==================== block 1
`src/rtl/mwc_pkg.sv`:
```
// mwc_pkg: shared types and constants for the memory-write checker.
//   mwc_state_t : checker FSM state
//   mwc_fail_t  : 2-bit failure code reported on fail_code
//   IGN_CNT_W   : width of the saturating ignored-write counter
package mwc_pkg;

  typedef enum logic [1:0] {
    ST_IDLE  = 2'd0,
    ST_ARMED = 2'd1,
    ST_PASS  = 2'd2,
    ST_FAIL  = 2'd3
  } mwc_state_t;

  typedef enum logic [1:0] {
    FC_NONE      = 2'd0,
    FC_MISMATCH  = 2'd1,
    FC_TIMEOUT   = 2'd2,
    FC_DUPLICATE = 2'd3
  } mwc_fail_t;

  localparam int IGN_CNT_W = 16;

endpackage

```
`src/rtl/mwc_exp_table.sv`:
```
// mwc_exp_table: expected address/data table plus matched bitmask.
//   clk, reset        : clock, synchronous active-low reset (clears table + mask)
//   prog_we/idx/addr/data : table write (caller gates by state)
//   clr_mask, set_en, set_idx : matched-bitmask control
//   addr, data        : monitored write being probed
//   ord_idx           : entry expected next in ordered mode
//   hit_any_unmatched : probe matches at least one unmatched entry
//   hit_idx           : lowest-index unmatched entry that matches
//   hit_matched_only  : probe matches only already-matched entries
//   hit_ordered       : probe matches entry[ord_idx]
module mwc_exp_table
  import mwc_pkg::*;
#(
  parameter int ADDR_W  = 32,
  parameter int DATA_W  = 32,
  parameter int NUM_EXP = 4,
  parameter int IDX_W   = 2,
  parameter int CNT_W   = 3
) (
  input  logic              clk,
  input  logic              reset,
  input  logic              prog_we,
  input  logic [IDX_W-1:0]  prog_idx,
  input  logic [ADDR_W-1:0] prog_addr,
  input  logic [DATA_W-1:0] prog_data,
  input  logic              clr_mask,
  input  logic              set_en,
  input  logic [IDX_W-1:0]  set_idx,
  input  logic [ADDR_W-1:0] addr,
  input  logic [DATA_W-1:0] data,
  input  logic [CNT_W-1:0]  ord_idx,
  output logic              hit_any_unmatched,
  output logic [IDX_W-1:0]  hit_idx,
  output logic              hit_matched_only,
  output logic              hit_ordered
);

  logic [NUM_EXP-1:0][ADDR_W-1:0] exp_addr;
  logic [NUM_EXP-1:0][DATA_W-1:0] exp_data;
  logic [NUM_EXP-1:0]             matched;
  logic [NUM_EXP-1:0]             hit;

  always_ff @(posedge clk) begin
    if (!reset) begin
      exp_addr <= '0;
      exp_data <= '0;
      matched  <= '0;
    end else begin
      // Index compared per entry so an out-of-range prog_idx is a no-op.
      for (int i = 0; i < NUM_EXP; i++) begin
        if (prog_we && prog_idx == IDX_W'(i)) begin
          exp_addr[i] <= prog_addr;
          exp_data[i] <= prog_data;
        end
      end
      if (clr_mask)
        matched <= '0;
      else if (set_en)
        for (int i = 0; i < NUM_EXP; i++)
          if (set_idx == IDX_W'(i)) matched[i] <= 1'b1;
    end
  end

  for (genvar g = 0; g < NUM_EXP; g++) begin : g_hit
    assign hit[g] = (exp_addr[g] == addr) && (exp_data[g] == data);
  end

  always_comb begin
    hit_any_unmatched = 1'b0;
    hit_idx           = '0;
    hit_ordered       = 1'b0;
    // Walk downward so the lowest matching index is the last one assigned.
    for (int i = NUM_EXP - 1; i >= 0; i--) begin
      if (hit[i] && !matched[i]) begin
        hit_any_unmatched = 1'b1;
        hit_idx           = IDX_W'(i);
      end
    end
    for (int i = 0; i < NUM_EXP; i++)
      if (hit[i] && ord_idx == CNT_W'(i)) hit_ordered = 1'b1;
  end

  assign hit_matched_only = (|hit) && !hit_any_unmatched;

endmodule

```
`config.mk`:
```
export PLATFORM = sky130hd
export DESIGN_NAME = mwc_exp_table
export DESIGN_NICKNAME = d
export VERILOG_FILES = /design/src/rtl/mwc_pkg.sv /design/src/rtl/mwc_exp_table.sv
export SDC_FILE = /design/constraint.sdc
export NUM_CORES = 1
export LEC_CHECK = 0
export CAP_MARGIN = 20
export CORE_AREA = 3 3 164 166
export CTS_CLUSTER_DIAMETER = 100
export CTS_CLUSTER_SIZE = 14
export DETAILED_ROUTE_END_ITERATION = 8
export DIE_AREA = 0 0 167 169
export PLACE_DENSITY = 0.77
export SLEW_MARGIN = 20
export SYNTH_ARGS = -nofsm -noshare
export SYNTH_HDL_FRONTEND = slang
export SYNTH_SLANG_ARGS = --single-unit
```
`constraint.sdc`:
```
create_clock -name clk -period 2.78 [get_ports clk]
set_input_delay 0.695 -clock clk [delete_from_list [all_inputs] [get_ports clk]]
set_output_delay 0.695 -clock clk [all_outputs]
set_load 0.005 [all_outputs]
```
==================== block 2
File: config.mk
export PLATFORM = sky130hd
export DESIGN_NAME = input_conditioner
export DESIGN_NICKNAME = d
export VERILOG_FILES = /design/src/rtl/input_cond_pkg.sv /design/src/rtl/input_conditioner_debounce_bit.sv /design/src/rtl/input_conditioner.sv
export SDC_FILE = /design/constraint.sdc
export NUM_CORES = 1
export LEC_CHECK = 0
export CELL_PAD_IN_SITES_DETAIL_PLACEMENT = 1
export CELL_PAD_IN_SITES_GLOBAL_PLACEMENT = 2
export CORE_MARGIN = 4
export CORE_UTILIZATION = 35
export DETAILED_ROUTE_END_ITERATION = 8
export GPL_TIMING_DRIVEN = 0
export PLACE_DENSITY_LB_ADDON = 0.05
export SYNTH_ARGS = -nofsm -noshare
export SYNTH_HDL_FRONTEND = slang
export SYNTH_SLANG_ARGS = --single-unit
File: constraint.sdc
create_clock -name clk_clk -period 2.1 [get_ports clk_clk]
set_clock_uncertainty 0.15 [all_clocks]
set_input_delay 0.21 -clock clk_clk [delete_from_list [all_inputs] [get_ports clk_clk]]
set_output_delay 0.21 -clock clk_clk [all_outputs]
set_load 0.05 [all_outputs]
File: src/rtl/input_cond_pkg.sv
// Shared constants and key FSM state type for the input conditioner.
// Default timing assumes a 50 MHz system clock.
package input_cond_pkg;

    localparam int CLK_HZ = 50000000;

    // 10 ms of stable level before an input is accepted
    localparam int DEFAULT_DEBOUNCE_CYCLES = CLK_HZ / 100;

    // 500 ms hold before the first repeat, then one every 100 ms
    localparam int DEFAULT_REPEAT_DELAY_CYCLES = CLK_HZ / 2;
    localparam int DEFAULT_REPEAT_RATE_CYCLES = CLK_HZ / 10;

    typedef enum logic [1:0] {
        IDLE,
        HELD,
        REPEAT
    } key_state_t;

endpackage

File: src/rtl/input_conditioner_debounce_bit.sv
// One conditioned channel: 2-flop synchronizer followed by a
// counter debouncer. flip is high in the cycle before level updates.
module debounce_bit
    import input_cond_pkg::*;
#(
    parameter logic RESET_VAL       = 1'b0,
    parameter int   DEBOUNCE_CYCLES = DEFAULT_DEBOUNCE_CYCLES
) (
    input  logic clk,
    input  logic reset,
    input  logic raw,
    output logic level,
    output logic flip
);

    localparam int CW = $clog2(DEBOUNCE_CYCLES);

    logic          sync1;
    logic          sync2;
    logic [CW-1:0] cnt;
    logic          at_limit;

    assign at_limit = (cnt == CW'(DEBOUNCE_CYCLES - 1));
    assign flip     = (sync2 != level) && at_limit;

    // Synchronize, then accept a new level only after it holds long enough
    always_ff @(posedge clk) begin
        if (reset) begin
            sync1 <= RESET_VAL;
            sync2 <= RESET_VAL;
            level <= RESET_VAL;
            cnt   <= '0;
        end else begin
            sync1 <= raw;
            sync2 <= sync1;
            if (sync2 == level) begin
                cnt <= '0;
            end else if (at_limit) begin
                level <= sync2;
                cnt   <= '0;
            end else begin
                cnt <= cnt + 1'b1;
            end
        end
    end

endmodule

File: src/rtl/input_conditioner.sv
// Debounces board switches and the push-key for the SoC PIO inputs and
// generates press/change pulses. Build option: INPUT_CONDITIONER_AUTO_REPEAT_EN.
module input_conditioner
    import input_cond_pkg::*;
#(
    parameter int SW_WIDTH            = 8,
    parameter int DEBOUNCE_CYCLES     = DEFAULT_DEBOUNCE_CYCLES,
    parameter int REPEAT_DELAY_CYCLES = DEFAULT_REPEAT_DELAY_CYCLES,
    parameter int REPEAT_RATE_CYCLES  = DEFAULT_REPEAT_RATE_CYCLES
) (
    input  logic                clk_clk,
    input  logic                reset_reset,
    input  logic [SW_WIDTH-1:0] sw_raw,
    input  logic                key_raw,
    output logic [SW_WIDTH-1:0] sw_wire_export,
    output logic                key_wire_export,
    output logic                key_press,
    output logic                sw_changed,
    output logic [SW_WIDTH-1:0] sw_changed_mask
);

    if (DEBOUNCE_CYCLES < 2) begin : g_bad_debounce
        $error("DEBOUNCE_CYCLES must be at least 2");
    end

    if (REPEAT_DELAY_CYCLES < 1 || REPEAT_RATE_CYCLES < 1) begin : g_bad_repeat
        $error("REPEAT_*_CYCLES must be at least 1");
    end

    logic [SW_WIDTH-1:0] sw_flip;
    logic                key_flip;
    logic                key_fall;
    logic                key_rise;
    logic                press_next;
    key_state_t          state;
    key_state_t          state_next;

    for (genvar i = 0; i < SW_WIDTH; i++) begin : g_sw
        debounce_bit #(
            .RESET_VAL       (1'b0),
            .DEBOUNCE_CYCLES (DEBOUNCE_CYCLES)
        ) u_sw (
            .clk   (clk_clk),
            .reset (reset_reset),
            .raw   (sw_raw[i]),
            .level (sw_wire_export[i]),
            .flip  (sw_flip[i])
        );
    end

    debounce_bit #(
        .RESET_VAL       (1'b1),
        .DEBOUNCE_CYCLES (DEBOUNCE_CYCLES)
    ) u_key (
        .clk   (clk_clk),
        .reset (reset_reset),
        .raw   (key_raw),
        .level (key_wire_export),
        .flip  (key_flip)
    );

    // The key is active-low: a flip from 1 is a press, from 0 a release
    assign key_fall = key_flip & key_wire_export;
    assign key_rise = key_flip & ~key_wire_export;

`ifdef INPUT_CONDITIONER_AUTO_REPEAT_EN
    localparam int RPT_MAX = (REPEAT_DELAY_CYCLES > REPEAT_RATE_CYCLES) ?
                             REPEAT_DELAY_CYCLES : REPEAT_RATE_CYCLES;
    localparam int RW = $clog2(RPT_MAX + 1);

    logic [RW-1:0] rpt_cnt;
    logic [RW-1:0] rpt_next;

    // Repeat timer; cleared on every state transition
    always_ff @(posedge clk_clk) begin
        if (reset_reset) begin
            rpt_cnt <= '0;
        end else begin
            rpt_cnt <= rpt_next;
        end
    end
`endif

    // Key FSM next state; pulses coincide with the stable-level edge
    always_comb begin
        state_next = state;
        press_next = 1'b0;
`ifdef INPUT_CONDITIONER_AUTO_REPEAT_EN
        rpt_next   = rpt_cnt;
`endif
        case (state)
            IDLE: begin
                if (key_fall) begin
                    state_next = HELD;
                    press_next = 1'b1;
`ifdef INPUT_CONDITIONER_AUTO_REPEAT_EN
                    rpt_next   = '0;
`endif
                end
            end
            HELD: begin
                if (key_rise) begin
                    state_next = IDLE;
`ifdef INPUT_CONDITIONER_AUTO_REPEAT_EN
                    rpt_next   = '0;
                end else if (rpt_cnt == RW'(REPEAT_DELAY_CYCLES - 1)) begin
                    state_next = REPEAT;
                    press_next = 1'b1;
                    rpt_next   = '0;
                end else begin
                    rpt_next   = rpt_cnt + 1'b1;
`endif
                end
            end
`ifdef INPUT_CONDITIONER_AUTO_REPEAT_EN
            REPEAT: begin
                if (key_rise) begin
                    state_next = IDLE;
                    rpt_next   = '0;
                end else if (rpt_cnt == RW'(REPEAT_RATE_CYCLES - 1)) begin
                    press_next = 1'b1;
                    rpt_next   = '0;
                end else begin
                    rpt_next   = rpt_cnt + 1'b1;
                end
            end
`endif
            default: state_next = IDLE;
        endcase
    end

    // Register FSM state and event pulses on the edge the levels update
    always_ff @(posedge clk_clk) begin
        if (reset_reset) begin
            state           <= IDLE;
            key_press       <= 1'b0;
            sw_changed      <= 1'b0;
            sw_changed_mask <= '0;
        end else begin
            state           <= state_next;
            key_press       <= press_next;
            sw_changed      <= |sw_flip;
            sw_changed_mask <= sw_flip;
        end
    end

endmodule

==================== block 3
**src/rtl/hazard_ctrl_pkg.sv**
```systemverilog
// Shared types and helpers for the pipeline hazard controller: result-source
// and forward-select codes, per-stage shadow records and Tnew lookups.
package hazard_ctrl_pkg;

  typedef enum logic [2:0] {
    RES_NW  = 3'd0,
    RES_ALU = 3'd1,
    RES_DM  = 3'd2,
    RES_PC  = 3'd3
  } res_e;

  typedef enum logic [1:0] {
    FWD_NONE = 2'd0,
    FWD_E    = 2'd1,
    FWD_M    = 2'd2,
    FWD_W    = 2'd3
  } fwd_code_e;

  typedef struct packed {
    logic [4:0] ra1;
    logic [4:0] ra2;
    logic [4:0] wa;
    res_e       res;
    logic       md_start;
    logic       md_div;
  } e_stage_t;

  typedef struct packed {
    logic [4:0] ra2;
    logic [4:0] wa;
    res_e       res;
  } m_stage_t;

  typedef struct packed {
    logic [4:0] wa;
    res_e       res;
  } w_stage_t;

  function automatic logic [1:0] tnew_e(input res_e res);
    case (res)
      RES_ALU: return 2'd1;
      RES_DM:  return 2'd2;
      default: return 2'd0;
    endcase
  endfunction

  function automatic logic [1:0] tnew_m(input res_e res);
    return (res == RES_DM) ? 2'd1 : 2'd0;
  endfunction

  // True when a D operand needed at `tuse` would read a value not yet produced.
  function automatic logic op_hazard(input logic [4:0] addr, input logic [1:0] tuse,
                                     input logic [4:0] e_wa, input res_e e_res,
                                     input logic [4:0] m_wa, input res_e m_res);
    logic e_hit;
    logic m_hit;
    e_hit = (addr == e_wa) && (e_res != RES_NW) && (tnew_e(e_res) > tuse);
    m_hit = (addr == m_wa) && (m_res != RES_NW) && (tnew_m(m_res) > tuse);
    return (addr != 5'd0) && (e_hit || m_hit);
  endfunction

endpackage

```
**src/rtl/hazard_ctrl_fwd_sel.sv**
```systemverilog
// Priority forward selector: picks the youngest ready stage whose destination
// matches the operand address; register 0 is never forwarded.
module hazard_ctrl_fwd_sel
  import hazard_ctrl_pkg::*;
(
  input  logic [4:0] addr,
  input  logic [4:0] e_wa,
  input  logic       e_rdy,
  input  logic [4:0] m_wa,
  input  logic       m_rdy,
  input  logic [4:0] w_wa,
  input  logic       w_rdy,
  output logic [1:0] sel
);

  // NOTE: every always_comb output gets a default first so no path infers a latch.
  always_comb begin
    sel = FWD_NONE;
    if (addr != 5'd0) begin
      if (e_rdy && (e_wa == addr))      sel = FWD_E;
      else if (m_rdy && (m_wa == addr)) sel = FWD_M;
      else if (w_rdy && (w_wa == addr)) sel = FWD_W;
    end
  end

endmodule

```
**src/rtl/hazard_ctrl.sv**
```systemverilog
// Five-stage MIPS hazard controller: E/M/W shadow registers, D-stage stall,
// forwarding selects for D/E/M and the mult/div busy counter.
module hazard_ctrl
  import hazard_ctrl_pkg::*;
#(
  parameter int MULT_CYC = 5,
  parameter int DIV_CYC  = 10
) (
  input  logic       clk,
  input  logic       reset,
  input  logic [4:0] d_ra1,
  input  logic [4:0] d_ra2,
  input  logic [4:0] d_wa,
  input  logic       d_tuse_rs0,
  input  logic       d_tuse_rs1,
  input  logic       d_tuse_rt0,
  input  logic       d_tuse_rt1,
  input  logic       d_tuse_rt2,
  input  logic [2:0] d_res,
  input  logic       d_md_start,
  input  logic       d_md_div,
  input  logic       d_md_use,
  output logic       stall,
  output logic [1:0] fwd_d_rs,
  output logic [1:0] fwd_d_rt,
  output logic [1:0] fwd_e_rs,
  output logic [1:0] fwd_e_rt,
  output logic [1:0] fwd_m_rt
);

  localparam int CNT_MAX = (MULT_CYC > DIV_CYC) ? MULT_CYC : DIV_CYC;
  localparam int CNT_W   = $clog2(CNT_MAX + 1);

  e_stage_t         e_q, e_d;
  m_stage_t         m_q, m_d;
  w_stage_t         w_q, w_d;
  logic [CNT_W-1:0] cnt_q, cnt_d;

  logic       rs_need, rt_need;
  logic [1:0] rs_tuse, rt_tuse;
  logic       reg_stall, md_stall;
  logic       e_rdy, m_rdy, w_rdy;

  always_comb begin
    rs_need = d_tuse_rs0 | d_tuse_rs1;
    rt_need = d_tuse_rt0 | d_tuse_rt1 | d_tuse_rt2;
    // The earliest stage that needs the operand is the one that can stall.
    rs_tuse = d_tuse_rs0 ? 2'd0 : 2'd1;
    rt_tuse = d_tuse_rt0 ? 2'd0 : (d_tuse_rt1 ? 2'd1 : 2'd2);

    reg_stall = (rs_need && op_hazard(d_ra1, rs_tuse, e_q.wa, e_q.res, m_q.wa, m_q.res)) ||
                (rt_need && op_hazard(d_ra2, rt_tuse, e_q.wa, e_q.res, m_q.wa, m_q.res));
    md_stall  = d_md_use && (e_q.md_start || (cnt_q != '0));
    stall     = reg_stall | md_stall;

    e_rdy = (e_q.res == RES_PC);
    m_rdy = (m_q.res == RES_ALU) || (m_q.res == RES_PC);
    w_rdy = (w_q.res != RES_NW);
  end

  always_comb begin
    w_d = '{wa: m_q.wa, res: m_q.res};
    m_d = '{ra2: e_q.ra2, wa: e_q.wa, res: e_q.res};
    e_d = '0;
    if (!stall) begin
      e_d = '{ra1: d_ra1, ra2: d_ra2, wa: d_wa, res: res_e'(d_res),
              md_start: d_md_start, md_div: d_md_div};
    end

    // A new start cannot reach E while busy, so load never competes with a live count.
    cnt_d = cnt_q;
    if (e_q.md_start) begin
      cnt_d = e_q.md_div ? CNT_W'(DIV_CYC) : CNT_W'(MULT_CYC);
    end else if (cnt_q != '0) begin
      cnt_d = cnt_q - CNT_W'(1);
    end
  end

  // NOTE: state registers use non-blocking assignments so every flop samples pre-edge values.
  always_ff @(posedge clk or posedge reset) begin
    if (reset) begin
      e_q   <= '0;
      m_q   <= '0;
      w_q   <= '0;
      cnt_q <= '0;
    end else begin
      e_q   <= e_d;
      m_q   <= m_d;
      w_q   <= w_d;
      cnt_q <= cnt_d;
    end
  end

  hazard_ctrl_fwd_sel u_fwd_d_rs (
    .addr(d_ra1), .e_wa(e_q.wa), .e_rdy(e_rdy), .m_wa(m_q.wa), .m_rdy(m_rdy),
    .w_wa(w_q.wa), .w_rdy(w_rdy), .sel(fwd_d_rs)
  );

  hazard_ctrl_fwd_sel u_fwd_d_rt (
    .addr(d_ra2), .e_wa(e_q.wa), .e_rdy(e_rdy), .m_wa(m_q.wa), .m_rdy(m_rdy),
    .w_wa(w_q.wa), .w_rdy(w_rdy), .sel(fwd_d_rt)
  );

  hazard_ctrl_fwd_sel u_fwd_e_rs (
    .addr(e_q.ra1), .e_wa(5'd0), .e_rdy(1'b0), .m_wa(m_q.wa), .m_rdy(m_rdy),
    .w_wa(w_q.wa), .w_rdy(w_rdy), .sel(fwd_e_rs)
  );

  hazard_ctrl_fwd_sel u_fwd_e_rt (
    .addr(e_q.ra2), .e_wa(5'd0), .e_rdy(1'b0), .m_wa(m_q.wa), .m_rdy(m_rdy),
    .w_wa(w_q.wa), .w_rdy(w_rdy), .sel(fwd_e_rt)
  );

  hazard_ctrl_fwd_sel u_fwd_m_rt (
    .addr(m_q.ra2), .e_wa(5'd0), .e_rdy(1'b0), .m_wa(5'd0), .m_rdy(1'b0),
    .w_wa(w_q.wa), .w_rdy(w_rdy), .sel(fwd_m_rt)
  );

endmodule

```
**config.mk**
```make
export PLATFORM = sky130hd
export DESIGN_NAME = hazard_ctrl
export DESIGN_NICKNAME = d
export VERILOG_FILES = /design/src/rtl/hazard_ctrl_pkg.sv /design/src/rtl/hazard_ctrl_fwd_sel.sv /design/src/rtl/hazard_ctrl.sv
export SDC_FILE = /design/constraint.sdc
export NUM_CORES = 1
export LEC_CHECK = 0
export CAP_MARGIN = 20
export CORE_MARGIN = 2
export CORE_UTILIZATION = 30
export CTS_CLUSTER_SIZE = 40
export DETAILED_ROUTE_END_ITERATION = 8
export SYNTH_ARGS = -nofsm -noshare
export SYNTH_HDL_FRONTEND = slang
export SYNTH_SLANG_ARGS = --single-unit
export TNS_END_PERCENT = 1
```
**constraint.sdc**
```tcl
create_clock -name clk -period 3.1 [get_ports clk]
set_clock_uncertainty 0.15 [all_clocks]
set_input_delay 0.465 -clock clk [delete_from_list [all_inputs] [get_ports clk]]
set_output_delay 0.465 -clock clk [all_outputs]
set_load 0.01 [all_outputs]
```
==================== block 4
File: src/rtl/sbox_share_scheduler_pkg.sv
// Shared types for the masked S-box scheduler: owner and FSM encodings
// plus the in-flight tag record carried alongside each issued byte.
package sbox_sched_pkg;

    localparam int TAG_W = 3;

    typedef enum logic {
        OWN_S = 1'b0,
        OWN_K = 1'b1
    } owner_t;

    typedef enum logic [1:0] {
        IDLE    = 2'd0,
        GRANT_S = 2'd1,
        GRANT_K = 2'd2
    } state_t;

    typedef struct packed {
        logic   v;
        owner_t own;
        logic   last;
    } tag_t;

endpackage

File: src/rtl/sbox_share_scheduler_if.sv
// Requester, PRNG and S-box signals of the scheduler in one bundle.
// The scheduler uses the slave modport; its environment uses master.
interface sbox_share_scheduler_if #(
    parameter int NSH = 4
);
    localparam int SW = 8 * NSH;

    logic          s_valid;
    logic          s_last;
    logic [SW-1:0] s_sh;
    logic          s_ready;
    logic          k_valid;
    logic          k_last;
    logic [SW-1:0] k_sh;
    logic          k_ready;
    logic          rnd_valid;
    logic          rnd_take;
    logic [SW-1:0] sb_in;
    logic [SW-1:0] sb_out;
    logic          s_res_valid;
    logic          s_res_last;
    logic [SW-1:0] s_res_sh;
    logic          k_res_valid;
    logic          k_res_last;
    logic [SW-1:0] k_res_sh;
    logic          busy;

    modport slave (
        input  s_valid, s_last, s_sh,
        input  k_valid, k_last, k_sh,
        input  rnd_valid, sb_out,
        output s_ready, k_ready, rnd_take, sb_in,
        output s_res_valid, s_res_last, s_res_sh,
        output k_res_valid, k_res_last, k_res_sh,
        output busy
    );

    modport master (
        output s_valid, s_last, s_sh,
        output k_valid, k_last, k_sh,
        output rnd_valid, sb_out,
        input  s_ready, k_ready, rnd_take, sb_in,
        input  s_res_valid, s_res_last, s_res_sh,
        input  k_res_valid, k_res_last, k_res_sh,
        input  busy
    );

endinterface

File: src/rtl/sbox_share_scheduler_tag_pipe.sv
// LAT-deep shift register of {v, owner, last} tags that mirrors the
// S-box pipeline; synchronous clear drops everything in flight.
module sbox_tag_pipe
    import sbox_sched_pkg::*;
#(
    parameter int LAT = 2
) (
    input  logic clk,
    input  logic clr,
    input  tag_t in_tag,
    output tag_t out_tag,
    output logic any_v
);

    tag_t pipe_q [LAT];
    tag_t pipe_d [LAT];

    always_comb begin
        pipe_d[0] = in_tag;
        for (int i = 1; i < LAT; i++) begin
            pipe_d[i] = pipe_q[i-1];
        end
    end

    always_comb begin
        any_v = 1'b0;
        for (int i = 0; i < LAT; i++) begin
            any_v = any_v | pipe_q[i].v;
        end
    end

    always_ff @(posedge clk) begin
        if (clr) begin
            for (int i = 0; i < LAT; i++) begin
                pipe_q[i] <= '0;
            end
        end else begin
            for (int i = 0; i < LAT; i++) begin
                pipe_q[i] <= pipe_d[i];
            end
        end
    end

    assign out_tag = pipe_q[LAT-1];

endmodule

File: src/rtl/sbox_share_scheduler.sv
// Shares one pipelined masked S-box between state and key requesters.
// Build option SBOX_IDLE_ZERO_EN: drive zeros into the S-box when idle.
module sbox_share_scheduler
    import sbox_sched_pkg::*;
#(
    parameter int LAT = 2,
    parameter int NSH = 4,
    parameter int RW  = 28
) (
    input logic                   CLK,
    input logic                   RST,
    sbox_share_scheduler_if.slave io
);

    localparam int SW = 8 * NSH;

    if (LAT < 1 || NSH < 1 || RW < 1) begin : g_bad_param
        $error("sbox_share_scheduler: LAT, NSH, RW must be positive");
    end

    state_t        state_q, state_d;
    owner_t        pref_q, pref_d;
    logic          issue;
    logic          iss_last;
    owner_t        iss_own;
    logic [SW-1:0] iss_sh;
    tag_t          tag_in;
    tag_t          tag_out;
    logic          any_v;
    logic          res_s;
    logic          res_k;

    // Only a locked grant may issue; reset suppresses any handshake.
    always_comb begin
        issue    = 1'b0;
        iss_last = 1'b0;
        iss_own  = OWN_S;
        iss_sh   = io.s_sh;
        case (state_q)
            GRANT_S: begin
                issue    = io.s_valid && io.rnd_valid && !RST;
                iss_last = io.s_last;
            end
            GRANT_K: begin
                issue    = io.k_valid && io.rnd_valid && !RST;
                iss_last = io.k_last;
                iss_own  = OWN_K;
                iss_sh   = io.k_sh;
            end
            default: ;
        endcase
    end

    always_comb begin
        state_d = state_q;
        pref_d  = pref_q;
        case (state_q)
            IDLE: begin
                if (io.s_valid && io.k_valid) begin
                    state_d = (pref_q == OWN_K) ? GRANT_K : GRANT_S;
                end else if (io.s_valid) begin
                    state_d = GRANT_S;
                end else if (io.k_valid) begin
                    state_d = GRANT_K;
                end
            end
            GRANT_S, GRANT_K: begin
                if (issue && iss_last) begin
                    state_d = IDLE;
                    pref_d  = (pref_q == OWN_K) ? OWN_S : OWN_K;
                end
            end
            default: state_d = IDLE;
        endcase
    end

    always_ff @(posedge CLK) begin
        if (RST) begin
            state_q <= IDLE;
            pref_q  <= OWN_K;
        end else begin
            state_q <= state_d;
            pref_q  <= pref_d;
        end
    end

`ifdef SBOX_IDLE_ZERO_EN
    assign io.sb_in = issue ? iss_sh : '0;
`else
    logic [SW-1:0] hold_q, hold_d;

    always_comb begin
        hold_d = issue ? iss_sh : hold_q;
    end

    always_ff @(posedge CLK) begin
        if (RST) begin
            hold_q <= '0;
        end else begin
            hold_q <= hold_d;
        end
    end

    assign io.sb_in = hold_d;
`endif

    assign io.s_ready  = issue && (iss_own == OWN_S);
    assign io.k_ready  = issue && (iss_own == OWN_K);
    assign io.rnd_take = issue;

    assign tag_in = '{
        v:    issue,
        own:  iss_own,
        last: issue && iss_last
    };

    sbox_tag_pipe #(
        .LAT (LAT)
    ) u_tag_pipe (
        .clk     (CLK),
        .clr     (RST),
        .in_tag  (tag_in),
        .out_tag (tag_out),
        .any_v   (any_v)
    );

    // Results are never produced while reset is held, even from old tags.
    assign res_s = tag_out.v && (tag_out.own == OWN_S) && !RST;
    assign res_k = tag_out.v && (tag_out.own == OWN_K) && !RST;

    assign io.s_res_valid = res_s;
    assign io.s_res_last  = res_s && tag_out.last;
    assign io.s_res_sh    = res_s ? io.sb_out : '0;
    assign io.k_res_valid = res_k;
    assign io.k_res_last  = res_k && tag_out.last;
    assign io.k_res_sh    = res_k ? io.sb_out : '0;

    assign io.busy = (state_q != IDLE) || any_v;

endmodule

File: src/flat_wrapper.sv
// flat-port wrapper written by rule: the top's interface ports become plain ports
module sbox_share_scheduler_flat import sbox_sched_pkg::*;
#(
    parameter int LAT = 2,
    parameter int NSH = 4,
    parameter int RW  = 28
)
  (CLK, RST, io_s_valid, io_s_last, io_s_sh, io_k_valid, io_k_last, io_k_sh, io_rnd_valid, io_sb_out, io_s_ready, io_k_ready, io_rnd_take, io_sb_in, io_s_res_valid, io_s_res_last, io_s_res_sh, io_k_res_valid, io_k_res_last, io_k_res_sh, io_busy);
  sbox_share_scheduler_if #(.NSH(NSH)) io_i ();
  input logic CLK;
  input logic RST;
  input wire logic [$bits(io_i.s_valid)-1:0] io_s_valid;
  input wire logic [$bits(io_i.s_last)-1:0] io_s_last;
  input wire logic [$bits(io_i.s_sh)-1:0] io_s_sh;
  input wire logic [$bits(io_i.k_valid)-1:0] io_k_valid;
  input wire logic [$bits(io_i.k_last)-1:0] io_k_last;
  input wire logic [$bits(io_i.k_sh)-1:0] io_k_sh;
  input wire logic [$bits(io_i.rnd_valid)-1:0] io_rnd_valid;
  input wire logic [$bits(io_i.sb_out)-1:0] io_sb_out;
  output wire logic [$bits(io_i.s_ready)-1:0] io_s_ready;
  output wire logic [$bits(io_i.k_ready)-1:0] io_k_ready;
  output wire logic [$bits(io_i.rnd_take)-1:0] io_rnd_take;
  output wire logic [$bits(io_i.sb_in)-1:0] io_sb_in;
  output wire logic [$bits(io_i.s_res_valid)-1:0] io_s_res_valid;
  output wire logic [$bits(io_i.s_res_last)-1:0] io_s_res_last;
  output wire logic [$bits(io_i.s_res_sh)-1:0] io_s_res_sh;
  output wire logic [$bits(io_i.k_res_valid)-1:0] io_k_res_valid;
  output wire logic [$bits(io_i.k_res_last)-1:0] io_k_res_last;
  output wire logic [$bits(io_i.k_res_sh)-1:0] io_k_res_sh;
  output wire logic [$bits(io_i.busy)-1:0] io_busy;
  assign io_i.s_valid = io_s_valid;
  assign io_i.s_last = io_s_last;
  assign io_i.s_sh = io_s_sh;
  assign io_i.k_valid = io_k_valid;
  assign io_i.k_last = io_k_last;
  assign io_i.k_sh = io_k_sh;
  assign io_i.rnd_valid = io_rnd_valid;
  assign io_i.sb_out = io_sb_out;
  assign io_s_ready = io_i.s_ready;
  assign io_k_ready = io_i.k_ready;
  assign io_rnd_take = io_i.rnd_take;
  assign io_sb_in = io_i.sb_in;
  assign io_s_res_valid = io_i.s_res_valid;
  assign io_s_res_last = io_i.s_res_last;
  assign io_s_res_sh = io_i.s_res_sh;
  assign io_k_res_valid = io_i.k_res_valid;
  assign io_k_res_last = io_i.k_res_last;
  assign io_k_res_sh = io_i.k_res_sh;
  assign io_busy = io_i.busy;
  sbox_share_scheduler #(.LAT(LAT), .NSH(NSH), .RW(RW)) u_core (.CLK(CLK), .RST(RST), .io(io_i));
endmodule
File: config.mk
export PLATFORM = sky130hd
export DESIGN_NAME = sbox_share_scheduler_flat
export DESIGN_NICKNAME = d
export VERILOG_FILES = /design/src/rtl/sbox_share_scheduler_pkg.sv /design/src/rtl/sbox_share_scheduler_if.sv /design/src/rtl/sbox_share_scheduler_tag_pipe.sv /design/src/rtl/sbox_share_scheduler.sv /design/src/flat_wrapper.sv
export SDC_FILE = /design/constraint.sdc
export NUM_CORES = 1
export LEC_CHECK = 0
export CAP_MARGIN = 15
export CORE_MARGIN = 4
export CORE_UTILIZATION = 30
export CTS_CLUSTER_DIAMETER = 30
export DETAILED_ROUTE_END_ITERATION = 10
export HOLD_SLACK_MARGIN = 0.05
export PLACE_DENSITY = 0.81
export SLEW_MARGIN = 20
export SYNTH_ARGS = -nofsm -noshare
export SYNTH_HDL_FRONTEND = slang
export SYNTH_SLANG_ARGS = --single-unit
File: constraint.sdc
create_clock -name CLK -period 2.19 [get_ports CLK]
set_input_delay 0.438 -clock CLK [delete_from_list [all_inputs] [get_ports CLK]]
set_output_delay 0.438 -clock CLK [all_outputs]
set_load 0.005 [all_outputs]
==> block_3/closeup.png <==
Window x 46 to 96, y 46 to 96 um. Cells in grey, sequential cells in the stronger grey; small squares are vias.
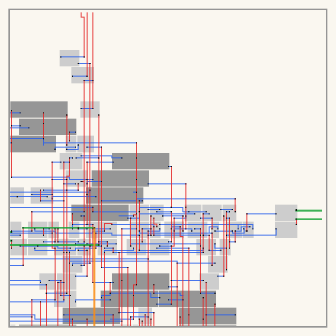
Key: green = M3; red = M2; orange = M4; blue = M1
Sequential cells in the window: 12. Netlist names of flops here include w_q (7), e_q (5). 56 logic cells have their middle in the window. Most frequent: dfrtp_1 (12), xor2_1 (11).

==> reports/results.txt, block 3 <==
First DRT Iteration DRCs: 48
Synth Seq Share: 44.4%
hold buffers post-CTS: 0
top cell type's share of synthesized area: 44.4%
outcome: complete, no violations
worst slew pin tran: 0.546 ns
Worst Setup EP: stall
IO Port Bufs: 38
Synth mux share: 0.444%
XOR Share, Synth: 19.0%
Layout Cells excl Fill: 394
Die Wd: 95.9 um
Adders+Majority by Area: 2.96%
Worst path max stage delay: 0.41 ns
yosys stat chip area: 2530 um2
hold_ws: 0.268 ns
Synth Instances: 232
Syn Nets: 266
max-slew violations: 0
Post-CTS Setup Repair Bufs: 0
layout cells sized above 1: 15.9%
MaxCap Viol Count: 0
Post-Route Setup TNS: 0 ns
asr flop ratio synth: 100%
[block 3: state kept, by name (all words and copies together), names as in the netlist]
signal / cells
e_q: 20
w_q: 8
m_q: 13
cnt_q: 4
[block 3: power breakdown]
group	internal, W	leakage [nW]	total [W]	switching (W)
Clock	0.000156	0.0450	0.000349	0.000192
Sequential	0.000674	0.574	0.000777	0.000103
Combinational	0.000252	0.874	0.000464	0.000212
[block 3: area by class of cell]
cell class / instances / area (um2)
Timing Repair Buffer: 62 / 547
Sequential cell: 45 / 1130
Clock inverter: 2 / 10.0
Fill cell: 801 / 4990
Inverter: 4 / 15.0
Tap cell: 105 / 131
Clock buffer: 6 / 72.6
Multi-Input combinational cell: 170 / 1330
[block 3: layer usage]
layer	share of wire, %	vias up	global-route usage (%)	routed length (um)
li1	-	927	-	-
met1	45	932	19.0	2710
met2	48	44	23.3	2880
met3	4.3	9	2.82	254
met4	1.9	0	4.40	113
met5	0	-	0	0
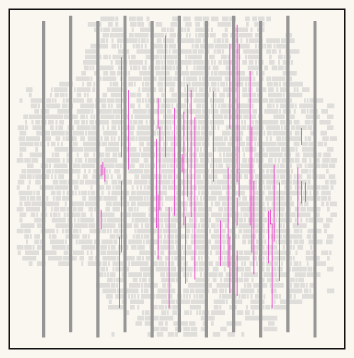
(block_1/m4.png)
(2 px per um) Supply wires on this layer in grey.
The layer holds 4.0% of the routed length. The longest straight run is 80.9 um. 38 nets have wire on it. The wires run mostly vertical. The layer carries 1570 um of wire.

==> reports/results.txt, block 1 <==
CP Launch Type: input pin
First DRT Iteration DRCs: 1025
number of buffers and inverters on the critical path: 3
Worst EP required: 2.09 ns
RR Startpoint: exp_data[52]$_SDFFE_PN0P_
outcome: complete, but fails checks
Post-CTS Setup Repair Bufs: 10
top cells by area, synth: dfxtp_1 40%, xnor2_1 16%, nand2_1 15%
H-tree depth: 1
top power group: sequential cells
Final setup viols: 5
Leak: 5.56 nW
post-route worst setup slack: -0.700 ns
failing checks: negative setup slack
Overall Global Routing Usage: 26.8%
Syn Nets: 1689
EDFF count, synth: 0
num rows: 59
==> block 1: layout make-up <==
| class | count | area, um2 | area share, % |
|---|---|---|---|
| tap | 335 | 419 | 2.56 |
| multi-input combinational | 1139 | 7830 | 47.9 |
| clock buffer | 23 | 576 | 3.52 |
| timing repair buffer | 241 | 2290 | 14.0 |
| sequential | 260 | 5210 | 31.9 |
| clock inverter | 1 | 8.76 | 0.0536 |
| inverter | 3 | 11.3 | 0.0689 |
==> block 1: cell families after synthesis <==
logic type / Yosys count / synth area share [%]
mux: 1 / 0.174
xor+xnor: 256 / 18.1
compound gates: 264 / 15.2
buf+inv: 150 / 6.27
simple gates: 618 / 20.1
flops: 260 / 40.1
==> block 1: metrics by stage <==
step	cell area, um2	instances	hold slack [ns]	total power, W	TNS, ns
after floorplan	13000	1549	0.446	0.00468	0
after global placement	14900	1962	0.461	0.00518	-7.17
after detailed placement	14900	1962	0.469	0.00520	-7.20
after CTS	16100	1994	0.477	0.00801	-2.67
after global routing	16300	2002	0.496	0.00831	-3.28
final	16300	2002	0.474	0.00805	-2.90
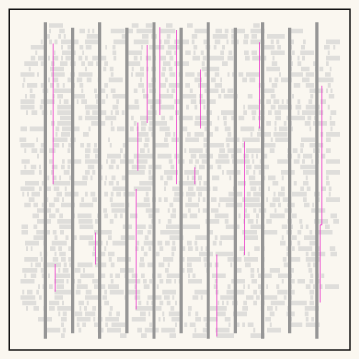
(block_2/m4.png)
(2 px per um) Supply wires on this layer in grey.
5 nets have wire on it. The wires run mostly vertical.

==> reports/results.txt, block 2 <==
outcome: complete, but fails checks
failing checks: negative setup slack
drt wl/cell: 15.2 um
PwrDens: 755 nW/um2
dpl cells: 1389
Worst path max stage delay: 0.58 ns
uppermost routed layer: met4
P_int: 0.00684 W
Hold Path Class: input pin to flip-flop
met1 usage: 21.4%
asr flop ratio synth: 0%
Final setup viols: 23
area taken by flip-flops and latches: 4220 um2
post-route worst setup slack: -0.0537 ns
global-route wire length before repair: 37800 um
## block 2: final timing paths
kind                             startpoint                            end  slack [ns]  depth (start not counted)
min                                 key_raw         u_key.sync1$_SDFF_PP1_         0.1                          2
max          g_sw[4].u_sw.cnt[9]$_SDFF_PP0_          sw_changed$_SDFF_PP0_       -0.05                          4
max reg2reg  g_sw[4].u_sw.cnt[9]$_SDFF_PP0_          sw_changed$_SDFF_PP0_       -0.05                          4
min reg2reg   g_sw[5].u_sw.sync1$_SDFF_PP0_  g_sw[5].u_sw.sync2$_SDFF_PP0_        0.27                          1
## block 2: sequential cells by signal, indices dropped and copies added, names as in the netlist
signal and count:
g_sw.u_sw.cnt 152, g_sw.u_sw.level 8, g_sw.u_sw.sync1 8, g_sw.u_sw.sync2 8
key_press 1, state 1, sw_changed 1, sw_changed_mask 8
u_key.cnt 19, u_key.level 1, u_key.sync1 1, u_key.sync2 1
## block 2: what timing repair did
item	4_1_cts	5_1_grt
cloned	2	0
pin swaps	36	22
hold endpoints to repair	0	0
buffers inserted	21	18
setup endpoints to repair	173	130
hold buffers	0	0
gates resized	82	65
==> block_4/pinout.png <==
(4 px per um) Pins as bars across the die edge, other pins in grey.
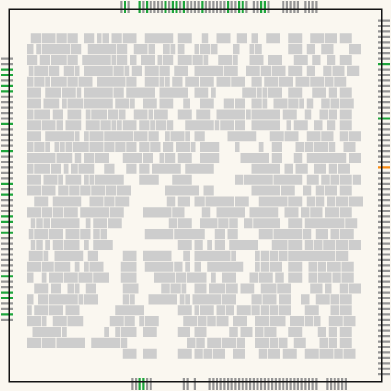
Key: orange = io_k_res_last [pins 1, direction output, edge right]; green = io_k_sh [pins 32, direction input, edge 15 left, 13 top, 2 bottom, 2 right]
All pins by edge: 66 right, 49 left, 47 top, 45 bottom.

==> reports/results.txt, block 4 <==
post-route worst setup slack: -0.378 ns
Final setup viols: 40
Main synth FF type: dfxtp_1
Max Clock Freq: 389 MHz
fin crit period: 2.57 ns
hold buffers post-CTS: 0
routed wl met2: 6080 um
pre-CTS setup slack: -0.667 ns
Syn Area/Cell: 8.26 um2
gr busiest metal: met2
failing checks: negative setup slack
hold_sp: u_core.u_tag_pipe.pipe_q[0][0]$_SDFF_PP0_
dpl cells: 571
outcome: complete, but fails checks
layout cells sized above 1: 30.2%
## block 4: placed cells by master (no fill, tap or decap), drive strengths merged
master         netlist  layout
a211oi               1       1
a21o                 1       1
a222oi              32      32
a22oi                1       1
and2                66      66
and3b                1       1
buf                 10     130
bufbuf               0       1
clkbuf              10      22
clkdlybuf4s15        0      12
clkdlybuf4s50        0     102
clkinv               0       2
dfxtp               41      41
dlygate4sd2          0      56
ha                   3       3
inv                 37      37
mux2i                2       2
nand2                6       6
nand2b               4       4
nand3                1       1
nand3b               1       1
nor2                36      36
nor2b                5       5
nor3b                1       1
o21ai                1       1
xnor2                1       1
## block 4: layout make-up
cell class              instances  area share, %
clock inverters                 2          0.263
inverters                      37           2.70
multi-input cells             163           21.9
repair buffers                317           55.5
flip-flops and latches         41           15.8
clock buffers                   6           1.58
well taps                      96           2.30
## block 4: registers in the layout (all words and copies together) (netlist names)
name / count
u_core.pref_q: 1
u_core.u_tag_pipe.pipe_q: 6
u_core.hold_q: 32
u_core.state_q: 2


==> gallery <==
I/O pins on the die edge.
panel A
(2 px per um) Pins as bars across the die edge, other pins in grey.
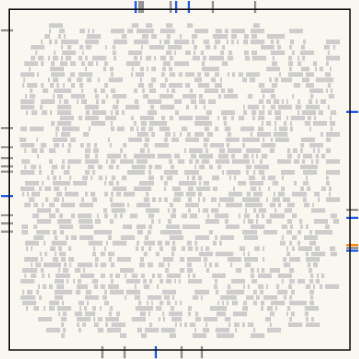
panel B
(4 px per um) Pins as bars across the die edge, other pins in grey.
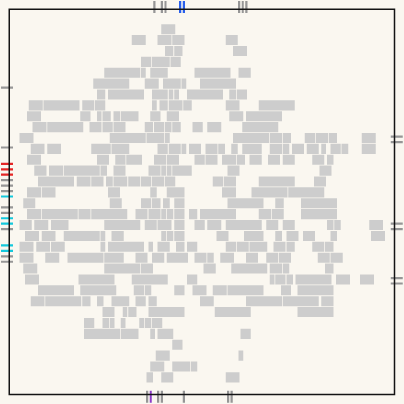
panel C
(2 px per um) Pins as bars across the die edge, other pins in grey.
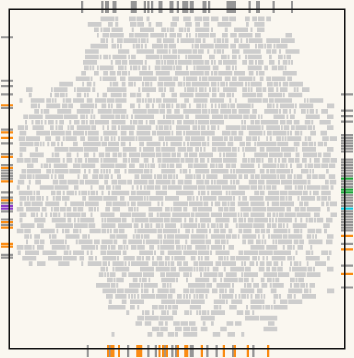
The one with the smallest die is panel B.
| picture | from |
|---|---|
| panel A | block 2 |
| panel B | block 3 |
| panel C | block 1 |

Key to panel B:
Key: red = d_res [pins 3, direction input, edge left]; blue = fwd_d_rs [pins 2, direction output, edge top]; cyan = d_wa [pins 5, direction input, edge left]; purple = d_md_use [pins 1, direction input, edge bottom]
All pins by edge: 18 left, 8 top, 7 bottom, 6 right.


==> layout pictures side by side <==
Clock nets.
image #1
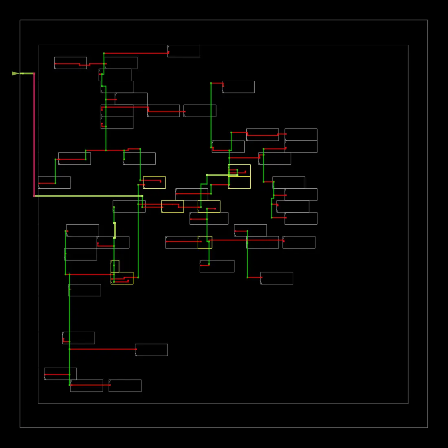
image #2
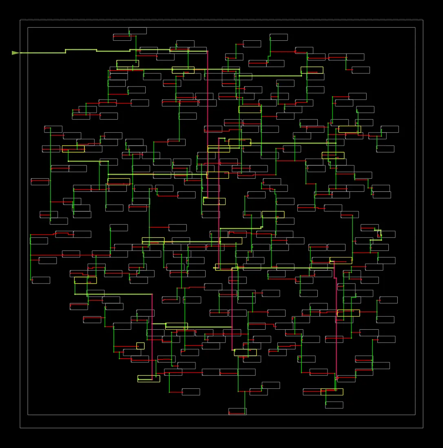
image #3
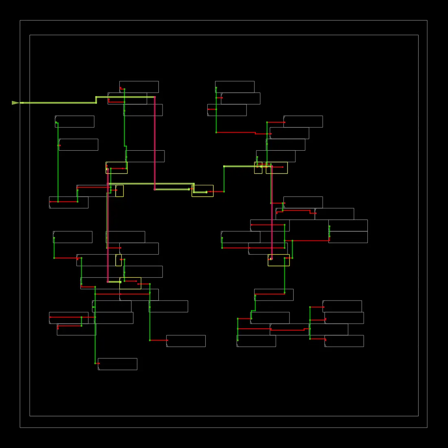
image #4
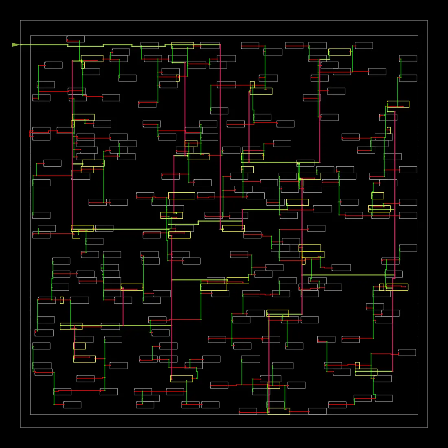
The one with the most sequential cells is image #2.
The one with the most clock buffers is image #4.
Block 2 is image #4.
Block 4 is image #1.
Block 1 is image #2.
Block 3 is image #3.

Power and IR drop assume default switching activity.
